=== restoring_divider_ctrl_flat ===
**config.mk**
```make
export PLATFORM = sky130hd
export DESIGN_NAME = restoring_divider_ctrl_flat
export DESIGN_NICKNAME = d
export VERILOG_FILES = /design/src/rtl/restoring_divider_ctrl_pkg.sv /design/src/rtl/restoring_divider_ctrl_if.sv /design/src/rtl/restoring_divider_ctrl_ripple_sub_adder.sv /design/src/rtl/restoring_divider_ctrl.sv /design/src/flat_wrapper.sv
export SDC_FILE = /design/constraint.sdc
export NUM_CORES = 1
export LEC_CHECK = 0
export CORE_ASPECT_RATIO = 0.5
export CORE_UTILIZATION = 43
export DETAILED_ROUTE_END_ITERATION = 7
export HOLD_SLACK_MARGIN = 0.05
export PLACE_DENSITY = 0.79
export SKIP_CTS_REPAIR_TIMING = 1
export SYNTH_ARGS = -nofsm -noshare
export SYNTH_HDL_FRONTEND = slang
export SYNTH_SLANG_ARGS = --single-unit
```
**constraint.sdc**
```tcl
create_clock -name clk -period 29.1 [get_ports clk]
set_input_delay 5.82 -clock clk [delete_from_list [all_inputs] [get_ports clk]]
set_output_delay 5.82 -clock clk [all_outputs]
set_load 0.02 [all_outputs]
```
**src/rtl/restoring_divider_ctrl_pkg.sv**
```systemverilog
// rtl/restoring_divider_ctrl_pkg.sv - shared ULA types for the restoring divider
package ula_pkg;

  typedef enum logic [1:0] {IDLE, CALC, DONE} div_state_t;

  // Iteration counter width; it counts down from N-1.
  function automatic int cnt_width(input int n);
    return (n > 1) ? $clog2(n) : 1;
  endfunction

endpackage

```
**src/rtl/restoring_divider_ctrl_if.sv**
```systemverilog
// rtl/restoring_divider_ctrl_if.sv - request/result bundle between execute control and divider
interface restoring_divider_ctrl_if #(
  parameter int N = 64
);
  logic         start;
  logic [N-1:0] dividend;
  logic [N-1:0] divisor;
  logic         busy;
  logic         done;
  logic [N-1:0] quotient;
  logic [N-1:0] remainder;
  logic         div_by_zero;

  modport master (
    output start, dividend, divisor,
    input  busy, done, quotient, remainder, div_by_zero
  );

  modport slave (
    input  start, dividend, divisor,
    output busy, done, quotient, remainder, div_by_zero
  );
endinterface

```
**src/rtl/restoring_divider_ctrl_ripple_sub_adder.sv**
```systemverilog
// rtl/restoring_divider_ctrl_ripple_sub_adder.sv - ripple-carry adder/subtractor, D=1 subtracts
module rippleSubAdder #(
  parameter int N = 65
) (
  input  logic [N-1:0] A,
  input  logic [N-1:0] B,
  input  logic         D,
  output logic [N-1:0] S,
  output logic         Cout
);
  logic [N:0]   c;
  logic [N-1:0] bx;

  // Subtraction as A + ~B + 1; Cout=1 means no borrow.
  assign bx   = B ^ {N{D}};
  assign c[0] = D;

  for (genvar i = 0; i < N; i++) begin : g_bit
    assign S[i]   = A[i] ^ bx[i] ^ c[i];
    assign c[i+1] = (A[i] & bx[i]) | (c[i] & (A[i] ^ bx[i]));
  end

  assign Cout = c[N];
endmodule

```
**src/rtl/restoring_divider_ctrl.sv**
```systemverilog
// rtl/restoring_divider_ctrl.sv - multi-cycle unsigned restoring divider (DIVU/REMU)
module restoring_divider_ctrl
  import ula_pkg::*;
#(
  parameter int N = 64
) (
  input logic                     clk,
  input logic                     rst,
  restoring_divider_ctrl_if.slave div_io
);
  localparam int CNT_W = cnt_width(N);

  div_state_t       state_q, state_d;
  logic [N-1:0]     q_q, q_d;
  logic [N:0]       r_q, r_d;
  logic [CNT_W-1:0] cnt_q, cnt_d;
  logic [N-1:0]     div_q, div_d;
  logic [N-1:0]     quot_q, quot_d;
  logic [N-1:0]     rem_q, rem_d;
  logic             dbz_q, dbz_d;

  logic [N:0]       t;
  logic [N:0]       s;
  logic             cout;
  logic             unused_r_msb;

  // The remainder never reaches the divisor, so its top bit stays clear.
  assign unused_r_msb = r_q[N];

  rippleSubAdder #(.N(N+1)) u_sub (
    .A   (t),
    .B   ({1'b0, div_q}),
    .D   (1'b1),
    .S   (s),
    .Cout(cout)
  );

  always_comb begin
    state_d = state_q;
    q_d     = q_q;
    r_d     = r_q;
    cnt_d   = cnt_q;
    div_d   = div_q;
    quot_d  = quot_q;
    rem_d   = rem_q;
    dbz_d   = dbz_q;
    t       = {r_q[N-1:0], q_q[N-1]};

    case (state_q)
      CALC: begin
        r_d   = cout ? s : t;
        q_d   = {q_q[N-2:0], cout};
        cnt_d = cnt_q - 1'b1;
        if (cnt_q == '0) begin
          quot_d  = q_d;
          rem_d   = r_d[N-1:0];
          dbz_d   = 1'b0;
          state_d = DONE;
        end
      end
      default: begin
        state_d = IDLE;
        if (div_io.start) begin
          if (div_io.divisor != '0) begin
            q_d     = div_io.dividend;
            r_d     = '0;
            cnt_d   = CNT_W'(N-1);
            div_d   = div_io.divisor;
            state_d = CALC;
          end else begin
            quot_d  = '1;
            rem_d   = div_io.dividend;
            dbz_d   = 1'b1;
            state_d = DONE;
          end
        end
      end
    endcase
  end

  always_ff @(posedge clk) begin
    if (rst) begin
      state_q <= IDLE;
      q_q     <= '0;
      r_q     <= '0;
      cnt_q   <= '0;
      div_q   <= '0;
      quot_q  <= '0;
      rem_q   <= '0;
      dbz_q   <= 1'b0;
    end else begin
      state_q <= state_d;
      q_q     <= q_d;
      r_q     <= r_d;
      cnt_q   <= cnt_d;
      div_q   <= div_d;
      quot_q  <= quot_d;
      rem_q   <= rem_d;
      dbz_q   <= dbz_d;
    end
  end

  assign div_io.busy        = (state_q == CALC);
  assign div_io.done        = (state_q == DONE);
  assign div_io.quotient    = quot_q;
  assign div_io.remainder   = rem_q;
  assign div_io.div_by_zero = dbz_q;
endmodule
```
**src/flat_wrapper.sv**
```systemverilog
// flat-port wrapper written by rule: the top's interface ports become plain ports
module restoring_divider_ctrl_flat import ula_pkg::*;
#(
  parameter int N = 64
)
  (clk, rst, div_io_start, div_io_dividend, div_io_divisor, div_io_busy, div_io_done, div_io_quotient, div_io_remainder, div_io_div_by_zero);
  restoring_divider_ctrl_if #(.N(N)) div_io_i ();
  input logic clk;
  input logic rst;
  input wire logic [$bits(div_io_i.start)-1:0] div_io_start;
  input wire logic [$bits(div_io_i.dividend)-1:0] div_io_dividend;
  input wire logic [$bits(div_io_i.divisor)-1:0] div_io_divisor;
  output wire logic [$bits(div_io_i.busy)-1:0] div_io_busy;
  output wire logic [$bits(div_io_i.done)-1:0] div_io_done;
  output wire logic [$bits(div_io_i.quotient)-1:0] div_io_quotient;
  output wire logic [$bits(div_io_i.remainder)-1:0] div_io_remainder;
  output wire logic [$bits(div_io_i.div_by_zero)-1:0] div_io_div_by_zero;
  assign div_io_i.start = div_io_start;
  assign div_io_i.dividend = div_io_dividend;
  assign div_io_i.divisor = div_io_divisor;
  assign div_io_busy = div_io_i.busy;
  assign div_io_done = div_io_i.done;
  assign div_io_quotient = div_io_i.quotient;
  assign div_io_remainder = div_io_i.remainder;
  assign div_io_div_by_zero = div_io_i.div_by_zero;
  restoring_divider_ctrl #(.N(N)) u_core (.clk(clk), .rst(rst), .div_io(div_io_i));
endmodule
```
=== sc_tick_sequencer ===
==> config.mk <==
export PLATFORM = sky130hd
export DESIGN_NAME = sc_tick_sequencer
export DESIGN_NICKNAME = d
export VERILOG_FILES = /design/src/rtl/sc_tick_sequencer.sv
export SDC_FILE = /design/constraint.sdc
export NUM_CORES = 1
export LEC_CHECK = 0
export CAP_MARGIN = 30
export CORE_UTILIZATION = 55
export CTS_CLUSTER_DIAMETER = 50
export DETAILED_ROUTE_END_ITERATION = 10
export GPL_ROUTABILITY_DRIVEN = 0
export PLACE_DENSITY = 0.83
export RECOVER_POWER = 50
export SLEW_MARGIN = 15
export SYNTH_ARGS = -nofsm -noshare
export SYNTH_HDL_FRONTEND = slang
export SYNTH_SLANG_ARGS = --single-unit
export TNS_END_PERCENT = 100
==> constraint.sdc <==
create_clock -name SC_COUNTER_CLOCK_50 -period 4.78 [get_ports SC_COUNTER_CLOCK_50]
set_input_delay 0.956 -clock SC_COUNTER_CLOCK_50 [delete_from_list [all_inputs] [get_ports SC_COUNTER_CLOCK_50]]
set_output_delay 0.956 -clock SC_COUNTER_CLOCK_50 [all_outputs]
set_load 0.01 [all_outputs]
==> src/rtl/sc_tick_sequencer.sv <==
// Step sequencer paced by an external timebase counter's end-of-count.
// Optional step counter output is enabled with the macro SC_TICK_STEPCOUNT_EN.
module sc_tick_sequencer #(
  parameter int POSITION_DATAWIDTH_BUS = 4,
  parameter int POSITION_MAX           = 12
) (
  input  logic                              SC_COUNTER_CLOCK_50,
  input  logic                              SC_COUNTER_RESET_InLow,
  input  logic                              SC_TICK_eoc_InLow,
  input  logic                              SC_TICK_enable_InLow,
  input  logic [3:0]                        SC_TICK_speed_InBUS,
  output logic                              SC_TICK_clear_Out,
  output logic                              SC_TICK_step_OutLow,
  output logic [POSITION_DATAWIDTH_BUS-1:0] SC_TICK_position_OutBUS,
  output logic                              SC_TICK_direction_Out
`ifdef SC_TICK_STEPCOUNT_EN
  ,
  output logic [7:0]                        SC_TICK_stepcount_OutBUS
`endif
);

  localparam logic [POSITION_DATAWIDTH_BUS-1:0] POS_MAX = POSITION_DATAWIDTH_BUS'(POSITION_MAX);
  localparam logic [POSITION_DATAWIDTH_BUS-1:0] POS_ONE = POSITION_DATAWIDTH_BUS'(1);

  typedef enum logic [1:0] {
    IDLE  = 2'd0,
    RUN   = 2'd1,
    CLEAR = 2'd2,
    STEP  = 2'd3
  } state_t;

  state_t state;
  state_t next_state;

  logic [3:0]                        prescale;
  logic [3:0]                        eff_speed;
  logic                              step_due;
  logic [POSITION_DATAWIDTH_BUS-1:0] position;
  logic                              direction;

  // A speed of 0 behaves as 1 so the sequencer can never stall in CLEAR/RUN.
  always_comb begin
    eff_speed = (SC_TICK_speed_InBUS == 4'd0) ? 4'd1 : SC_TICK_speed_InBUS;
    step_due  = (({1'b0, prescale} + 5'd1) >= {1'b0, eff_speed});
  end

  always_ff @(posedge SC_COUNTER_CLOCK_50 or negedge SC_COUNTER_RESET_InLow) begin
    if (!SC_COUNTER_RESET_InLow) begin
      state <= IDLE;
    end else begin
      state <= next_state;
    end
  end

  always_comb begin
    next_state = state;
    if (SC_TICK_enable_InLow) begin
      next_state = IDLE;
    end else begin
      case (state)
        IDLE:    next_state = RUN;
        RUN:     if (!SC_TICK_eoc_InLow) next_state = CLEAR;
        CLEAR:   next_state = step_due ? STEP : RUN;
        STEP:    next_state = RUN;
        default: next_state = IDLE;
      endcase
    end
  end

  // Disabling freezes prescale, position and direction so a resume picks up where it left off.
  always_ff @(posedge SC_COUNTER_CLOCK_50 or negedge SC_COUNTER_RESET_InLow) begin
    if (!SC_COUNTER_RESET_InLow) begin
      prescale  <= 4'd0;
      position  <= '0;
      direction <= 1'b0;
    end else if (!SC_TICK_enable_InLow) begin
      if (state == CLEAR) begin
        prescale <= step_due ? 4'd0 : prescale + 4'd1;
      end
      if (state == STEP) begin
        if (!direction) begin
          if (position < POS_MAX) begin
            position <= position + POS_ONE;
          end else begin
            direction <= 1'b1;
            position  <= position - POS_ONE;
          end
        end else begin
          if (position != '0) begin
            position <= position - POS_ONE;
          end else begin
            direction <= 1'b0;
            position  <= position + POS_ONE;
          end
        end
      end
    end
  end

  always_comb begin
    SC_TICK_clear_Out       = (state == IDLE) || (state == CLEAR);
    SC_TICK_step_OutLow     = (state != STEP);
    SC_TICK_position_OutBUS = position;
    SC_TICK_direction_Out   = direction;
  end

`ifdef SC_TICK_STEPCOUNT_EN
  logic [7:0] stepcount;

  always_ff @(posedge SC_COUNTER_CLOCK_50 or negedge SC_COUNTER_RESET_InLow) begin
    if (!SC_COUNTER_RESET_InLow) begin
      stepcount <= 8'd0;
    end else if ((state == STEP) && (stepcount != 8'hFF)) begin
      stepcount <= stepcount + 8'd1;
    end
  end

  assign SC_TICK_stepcount_OutBUS = stepcount;
`endif

endmodule
=== ps2_host_tx ===
--- config.mk ---
export PLATFORM = sky130hd
export DESIGN_NAME = ps2_host_tx
export DESIGN_NICKNAME = d
export VERILOG_FILES = /design/src/rtl/ps2_host_tx.sv
export SDC_FILE = /design/constraint.sdc
export NUM_CORES = 1
export LEC_CHECK = 0
export ABC_AREA = 1
export CAP_MARGIN = 40
export CORE_ASPECT_RATIO = 0.9
export CORE_MARGIN = 2
export CORE_UTILIZATION = 25
export CTS_BUF_LIST = sky130_fd_sc_hd__clkbuf_4 sky130_fd_sc_hd__clkbuf_8 sky130_fd_sc_hd__clkbuf_16
export DETAILED_ROUTE_END_ITERATION = 10
export HOLD_SLACK_MARGIN = 0.1
export PLACE_DENSITY = 0.43
export SLEW_MARGIN = 30
export SYNTH_ARGS = -nofsm -noshare
export SYNTH_HDL_FRONTEND = slang
export SYNTH_SLANG_ARGS = --single-unit
--- constraint.sdc ---
create_clock -name clk -period 2.8 [get_ports clk]
set_input_delay 0.28 -clock clk [delete_from_list [all_inputs] [get_ports clk]]
set_output_delay 0.28 -clock clk [all_outputs]
set_load 0.005 [all_outputs]
--- src/rtl/ps2_host_tx.sv ---
// PS/2 host-to-device transmitter driving ps2_clk/ps2_data open-drain through *_oe outputs.
// Optional macro PS2_TX_RETRY_EN: one automatic retry after the first NACK or timeout.
module ps2_host_tx #(
  parameter int unsigned INHIBIT_CYCLES = 3000,
  parameter int unsigned TIMEOUT_CYCLES = 375000,
  parameter int unsigned FILTER_LEN     = 8
) (
  input  logic       clk,
  input  logic       reset,
  input  logic       ps2_clk_i,
  input  logic       ps2_data_i,
  output logic       ps2_clk_oe,
  output logic       ps2_data_oe,
  input  logic [7:0] tx_data,
  input  logic       tx_valid,
  output logic       tx_ready,
  output logic       tx_done,
  output logic       tx_err,
  output logic       busy
);

  localparam int unsigned MaxCnt = (INHIBIT_CYCLES > TIMEOUT_CYCLES) ? INHIBIT_CYCLES
                                                                      : TIMEOUT_CYCLES;
  localparam int unsigned TimerW = $clog2(MaxCnt + 1);
  localparam int unsigned FiltW  = $clog2(FILTER_LEN + 1);

  typedef enum logic [2:0] {StIdle, StInhibit, StReq, StStart, StAcked, StNack} state_e;

  logic             clk_s1, clk_s2, dat_s1, dat_s2;
  logic             clk_filt;
  logic [FiltW-1:0] filt_cnt;
  logic             fall;

  state_e            state_q, state_d;
  logic [TimerW-1:0] timer_q, timer_d;
  logic [3:0]        fall_cnt_q, fall_cnt_d;
  logic [7:0]        data_q, data_d;
  logic              done_q, done_d, err_q, err_d;
  logic              fail;
  logic [2:0]        bit_idx;

  // Synchronisers and glitch filter; the filtered clock flips on the FILTER_LEN-th differing sample.
  always_ff @(posedge clk) begin
    if (reset) begin
      clk_s1   <= 1'b1;
      clk_s2   <= 1'b1;
      dat_s1   <= 1'b1;
      dat_s2   <= 1'b1;
      clk_filt <= 1'b1;
      filt_cnt <= '0;
    end else begin
      clk_s1 <= ps2_clk_i;
      clk_s2 <= clk_s1;
      dat_s1 <= ps2_data_i;
      dat_s2 <= dat_s1;
      if (clk_s2 == clk_filt) begin
        filt_cnt <= '0;
      end else if (filt_cnt == FiltW'(FILTER_LEN - 1)) begin
        clk_filt <= clk_s2;
        filt_cnt <= '0;
      end else begin
        filt_cnt <= filt_cnt + 1'b1;
      end
    end
  end

  assign fall = clk_filt & ~clk_s2 & (filt_cnt == FiltW'(FILTER_LEN - 1));

`ifdef PS2_TX_RETRY_EN
  logic retry_q, retry_d;
  always_ff @(posedge clk) begin
    if (reset) retry_q <= 1'b0;
    else       retry_q <= retry_d;
  end
`endif

  always_ff @(posedge clk) begin
    if (reset) begin
      state_q    <= StIdle;
      timer_q    <= '0;
      fall_cnt_q <= '0;
      data_q     <= '0;
      done_q     <= 1'b0;
      err_q      <= 1'b0;
    end else begin
      state_q    <= state_d;
      timer_q    <= timer_d;
      fall_cnt_q <= fall_cnt_d;
      data_q     <= data_d;
      done_q     <= done_d;
      err_q      <= err_d;
    end
  end

  always_comb begin
    state_d    = state_q;
    timer_d    = timer_q;
    fall_cnt_d = fall_cnt_q;
    data_d     = data_q;
    done_d     = 1'b0;
    err_d      = 1'b0;
    fail       = 1'b0;
`ifdef PS2_TX_RETRY_EN
    retry_d    = retry_q;
`endif
    if (state_q != StIdle) timer_d = timer_q + 1'b1;
    unique case (state_q)
      StIdle: begin
        if (tx_valid) begin
          data_d     = tx_data;
          state_d    = StInhibit;
          timer_d    = '0;
          fall_cnt_d = '0;
`ifdef PS2_TX_RETRY_EN
          retry_d    = 1'b0;
`endif
        end
      end
      StInhibit: if (timer_q == TimerW'(INHIBIT_CYCLES - 1)) state_d = StReq;
      StReq: begin
        state_d = StStart;
        timer_d = '0;
      end
      StStart: begin
        if (fall && fall_cnt_q != 4'd11) begin
          fall_cnt_d = fall_cnt_q + 4'd1;
          if (fall_cnt_q == 4'd10) state_d = dat_s2 ? StNack : StAcked;
        end
      end
      StAcked: begin
        if (clk_s2 && dat_s2) begin
          state_d = StIdle;
          done_d  = 1'b1;
        end
      end
      StNack:  fail    = 1'b1;
      default: state_d = StIdle;
    endcase

    // Timeout takes priority over a simultaneous ACK completion.
    if ((state_q == StStart || state_q == StAcked || state_q == StNack) &&
        timer_q == TimerW'(TIMEOUT_CYCLES - 1)) begin
      fail = 1'b1;
    end

    if (fail) begin
      done_d = 1'b0;
`ifdef PS2_TX_RETRY_EN
      if (!retry_q) begin
        retry_d    = 1'b1;
        state_d    = StInhibit;
        timer_d    = '0;
        fall_cnt_d = '0;
      end else begin
        state_d = StIdle;
        err_d   = 1'b1;
      end
`else
      state_d = StIdle;
      err_d   = 1'b1;
`endif
    end
  end

  // After fall k (1..8) the line carries data bit k-1; fall_cnt 8 wraps bit_idx to 7.
  assign bit_idx = fall_cnt_q[2:0] - 3'd1;

  always_comb begin
    ps2_clk_oe  = 1'b0;
    ps2_data_oe = 1'b0;
    unique case (state_q)
      StInhibit: ps2_clk_oe = 1'b1;
      StReq: begin
        ps2_clk_oe  = 1'b1;
        ps2_data_oe = 1'b1;
      end
      StStart: begin
        if (fall_cnt_q == 4'd0)      ps2_data_oe = 1'b1;
        else if (fall_cnt_q <= 4'd8) ps2_data_oe = ~data_q[bit_idx];
        else if (fall_cnt_q == 4'd9) ps2_data_oe = ^data_q;
        else                         ps2_data_oe = 1'b0;
      end
      default: ;
    endcase
  end

  assign tx_ready = (state_q == StIdle);
  assign busy     = (state_q != StIdle);
  assign tx_done  = done_q;
  assign tx_err   = err_q;

endmodule
==> restoring_divider_ctrl_flat/metal_density.png <==
The die is cut into 27 by 14 equal tiles; white is low, dark blue is high, scaled to the fullest tile. Values are wire area over tile area, all layers added.
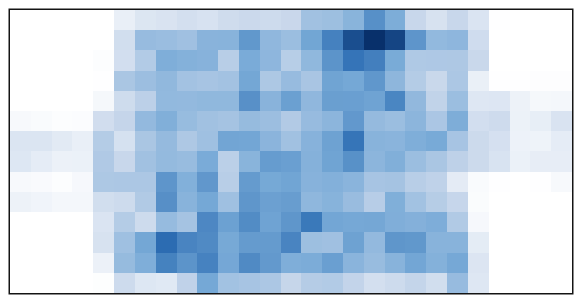
emptiest ninth of the die: north-west
tiles over half the peak: 19%
fullest tile: 0.78
mean over tiles: 0.23
WL final: 50.6 mm
global-route usage over all layers: 25.4%
vias post-DR: 14700
WL/cell: 20.0 um

==> flow_summary.toml, restoring_divider_ctrl_flat <==
# yosys + openroad results
[drt]
drc = 0

[placement]
gp_congestion = 0.894

[synthesis]
mux_share_pct = 4.66
ys_sh_adder_pct = 8.21
most_common_cell = "dfxtp_1"
synth_flops = 329

[floorplanning]
fp_util_pct = 43.9
fp.dieH_um = 138

[outcome]
outcome = "finished clean"

[flow_run]
drv_cap = 0

[final_timing]
finalClockPeriodUsage_pct = 97.0
whs_ns = 0.454

[critical_path]
critPathBufInv = 4
crit_fanout = 19

[pwr]
clock_power_share_pct = 19.6
total_power_mw = 2.08
ir_drop_uv = 83.6
restoring_divider_ctrl_flat: stage by stage:
step | cells | worst slack [ns] | area (um^2)
4_1_cts | 2523 | -0.993 | 19800
5_1_grt | 2534 | 0.0368 | 20000
3_5_place_dp | 2467 | -0.843 | 18800
2_1_floorplan | 1856 | 0.00477 | 15900
3_3_place_gp | 2467 | -0.685 | 18800
6_report | 2534 | 0.873 | 20000
restoring_divider_ctrl_flat: layer usage:
metal	up-vias	track usage [%]	share of wire, %
met1	7101	36.1	44
met4	0	10.4	4.3
met2	649	37.6	44
met5	-	0	0
met3	117	4.84	8.4
li1	6823	-	-
restoring_divider_ctrl_flat: worst paths after layout:
kind / end / slack, ns / cells past startpoint
max reg2reg: u_core.div_io.remainder[29] / 0.87 / 73
min reg2reg: u_core.div_io.quotient[45] / 0.45 / 2
min: u_core.div_io.quotient[45] / 0.45 / 2
max: u_core.div_io.remainder[29] / 0.87 / 73
restoring_divider_ctrl_flat: area by class of cell:
cell class                 instances  area share [%]
multi-input combinational       1208            40.7
sequential                       329            32.9
timing repair buffer             319            15.9
clock buffer                      48            4.64
tap                              484            3.02
inverter                         134            2.52
clock inverter                     8           0.343
antenna                            4          0.0500
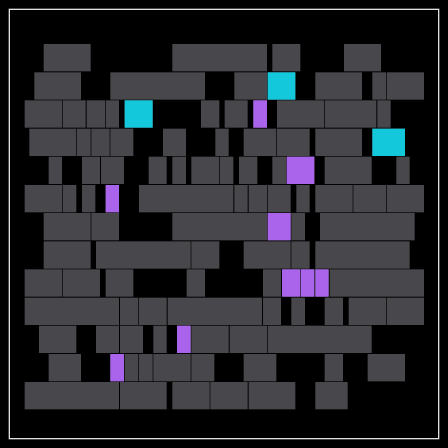
(sc_tick_sequencer/logic_types.png)
legend:
  purple:
    family: NOR gates
    cells: 9
  cyan:
    family: AND-OR and OR-AND gates
    cells: 3
Layout Cells excl Fill: 124
logic share of the area: 51.4%
Top cell excl fill/tap: ha_1

==> sc_tick_sequencer/detail.png <==
The bar under the picture is 5 um long. Window x 11 to 31, y 19 to 39 um. Cells in gray, sequential cells in the stronger gray; small squares are vias.
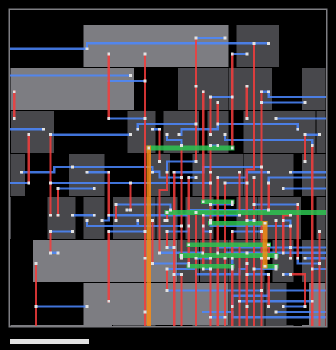
legend:
  blue:
    layer: metal 1
  orange:
    layer: metal 4
  red:
    layer: metal 2
  green:
    layer: metal 3
sequential cells in the window: 4
cells with their middle in the window: 29
netlist names of flops here include: prescale (3), state (1)
most frequent: nand2_1 (5), dfrtp_1 (4)

==> flow_summary.toml, sc_tick_sequencer <==
# yosys + openroad results
[synthesis]
synth-edff-count = 0
netlist_area_um2 = 851
yosys_cells = 93

[cts]
cts_buffers = 3
cts_sinks = 11

[outcome]
outcome = "finished clean"

[final_timing]
slew_viol_final = 0
finalHoldViolations = 0
timing.final.ws_setup_ns = 2.02
fin_setup_tns_ns = 0
rsz0062_at_grt = "no"

[placement]
hpwl_mm = 1.39
dp_slack_ns = 1.76

[floorplanning]
nWellTaps = 15
die-area_um2 = 1710

[critical_path]
rr_worst_depth = 5
crit_path_end_kind = "output pin"

[worst_hold_path]
hold_path_end = "prescale[1]"

[drt]
routed_wl_mm = 1.80

[layout]
regArea_um2 = 275
num-nonclk-inverters = 10
lay_top_cells = "12 x ha_1, 11 x dfrtp_1, 11 x clkdlybuf4s50_1"
layout.nonclk_buf_share_pct = 13.7
## sc_tick_sequencer: per-layer routing
layer | global-route usage (%) | part of all wire (%)
met3 | 6.38 | 5.2
met4 | 11.3 | 1.7
met1 | 26.7 | 43
met5 | 0 | 0
met2 | 47.3 | 50
## sc_tick_sequencer: worst max path at each step
stage | start | end | slack, ns | depth (start not counted)
after CTS | state[0] | SC_TICK_clear_Out | 2.01 | 4
after global placement | SC_TICK_speed_InBUS[2] | prescale[1] | 1.84 | 8
after detailed placement | SC_TICK_speed_InBUS[3] | prescale[1] | 1.76 | 8
final | state[0] | SC_TICK_clear_Out | 2.02 | 4
after floorplan | SC_TICK_speed_InBUS[2] | prescale[1] | 2.38 | 7
after global routing | state[0] | SC_TICK_clear_Out | 1.93 | 4
## sc_tick_sequencer: logic make-up (layout without fill, tap and decap cells)
| group | count (synthesis) | after routing | synth area share, % |
|---|---|---|---|
| buf+inv | 12 | 28 | 5.74 |
| simple gates | 32 | 32 | 21.3 |
| fa+ha+maj | 12 | 12 | 17.6 |
| flops | 11 | 11 | 32.4 |
| compound gates | 22 | 22 | 18.7 |
| xor+xnor | 3 | 3 | 3.09 |
| mux | 1 | 1 | 1.18 |
==> ps2_host_tx/detail.png <==
The bar under the picture is 5 um long. Window x 45 to 65, y 59 to 79 um. Cells in gray, sequential cells in the stronger gray; small squares are vias.
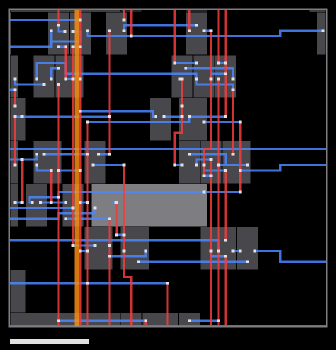
legend:
  blue:
    layer: metal 1
  red:
    layer: metal 2
  orange:
    layer: metal 4
cells with their middle in the window: 24
netlist names of flops here include: state_q (1)
most frequent: nand2_1 (9), inv_1 (4), nor2_1 (3)
sequential cells in the window: 1

==> flow_summary.toml, ps2_host_tx <==
# yosys + openroad results
[floorplanning]
row_count = 34
fp.dieH_um = 98.7
chipWidth_um = 109
core_area_um2 = 9700
io_pins = 19

[final_timing]
fin_crit_ns = 2.55
skew_ns = 0.0115
slew_viol_final = 0

[global_route]
grt_max_degree = 18
busiest_layer = "met2"
globalRouteTotalUtil_pct = 12.7

[critical_path]
cpPeakStageDelay_ns = 0.50
regToRegSetupSlack_ns = 1.12
critPathLaunch = "fall_cnt_q[0]"
crit_path_end_kind = "output pin"
r2r_end = "fall_cnt_q[3]"
path_cells = "inv_1 > ha_1 > inv_1 > nand3_1 > nand3_1 > nand2_1 > nand2_1 > nand2_1 > nand2_1 > nand2_1 > nand2_1 > clkdlybuf4s50_1"

[synthesis]
xor_area_share_pct = 1.41
top_cell_area_share_pct = 36.2
synth_cell_types = 31
netlist_area_um2 = 2490
aoi_share_pct = 10.7
yosysWarnings = 0
synthTopCellsByCount = "99 x nand2_1, 56 x nor2_1, 45 x dfxtp_1, 43 x inv_1, 28 x nand3_1"
top_logic_kind = "simple AND/OR/NAND/NOR gates"
yosysChipArea_um2 = 2490
synth.net_count = 398

[flow_run]
drv_cap = 0

[outcome]
outcome = "finished clean"

[placement]
port-buffer-count = 18

[layout]
instances_no_fill = 526
fin_util_pct = 30.4

[worst_hold_path]
whs_path_depth = 1

[drt]
highest_layer = "met4"
route.met2.wl_mm = 2.61

[pwr]
power_density_nw_per_um2 = 655

[cts]
cts_sinks = 45
cts_resized = 0
-- ps2_host_tx: flip-flops by register name (all words and copies together) (netlist names) --
| name | cells |
|---|---|
| clk_s2 | 1 |
| tx_done | 1 |
| data_q | 8 |
| tx_err | 1 |
| dat_s1 | 1 |
| timer_q | 19 |
| dat_s2 | 1 |
| clk_filt | 1 |
| filt_cnt | 4 |
| fall_cnt_q | 4 |
| clk_s1 | 1 |
| state_q | 3 |
-- ps2_host_tx: area by class of cell --
| type | instances | area, um^2 |
|---|---|---|
| clock buffers | 7 | 90.1 |
| well taps | 126 | 158 |
| multi-input cells | 278 | 1380 |
| repair buffers | 21 | 203 |
| fillers | 1064 | 6750 |
| flip-flops and latches | 45 | 905 |
| inverters | 48 | 183 |
| clock inverters | 1 | 30.0 |
-- ps2_host_tx: power groups by stage --
stage	sequential, mW	clock (mW)	combinational, mW
3_3_place_gp	0.794	0	0.610
4_1_cts	0.780	0.569	0.616
5_1_grt	0.791	0.587	0.699
2_1_floorplan	0.758	0	0.447
6_report	0.780	0.546	0.604
3_5_place_dp	0.795	0	0.614


==> gallery <==
I/O pins on the die edge.
shot_01.png
The bar under the picture is 20 um long. Pins as bars across the die edge, other pins in gray.
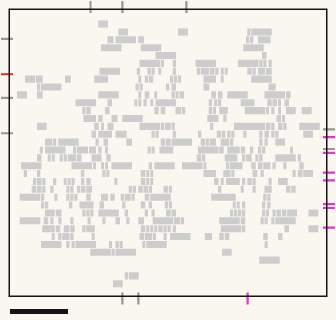
shot_02.png
The bar under the picture is 100 um long. Pins as bars across the die edge, other pins in gray.
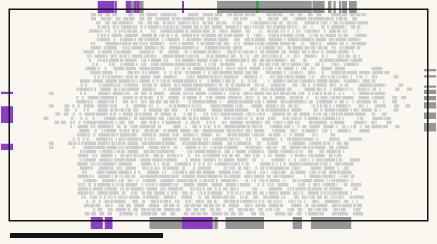
shot_03.png
The bar under the picture is 10 um long. Pins as bars across the die edge, other pins in gray.
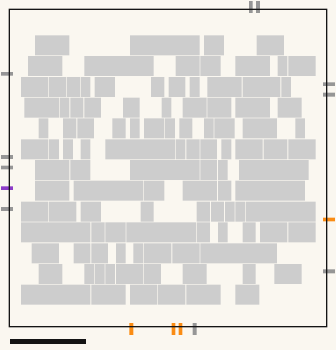
Of these, largest die: shot_02.png
Of these, smallest die: shot_03.png
| picture | from |
|---|---|
| shot_03.png | sc_tick_sequencer |
| shot_02.png | restoring_divider_ctrl_flat |
| shot_01.png | ps2_host_tx |

Key to shot_01.png:
legend:
  red:
    port: reset
    pins: 1
    direction: input
    edge: west
  magenta:
    port: tx_data
    pins: 8
    direction: input
    edge: 7 east, 1 south

No activity file was given, so power comes from the tool's default toggle rates.
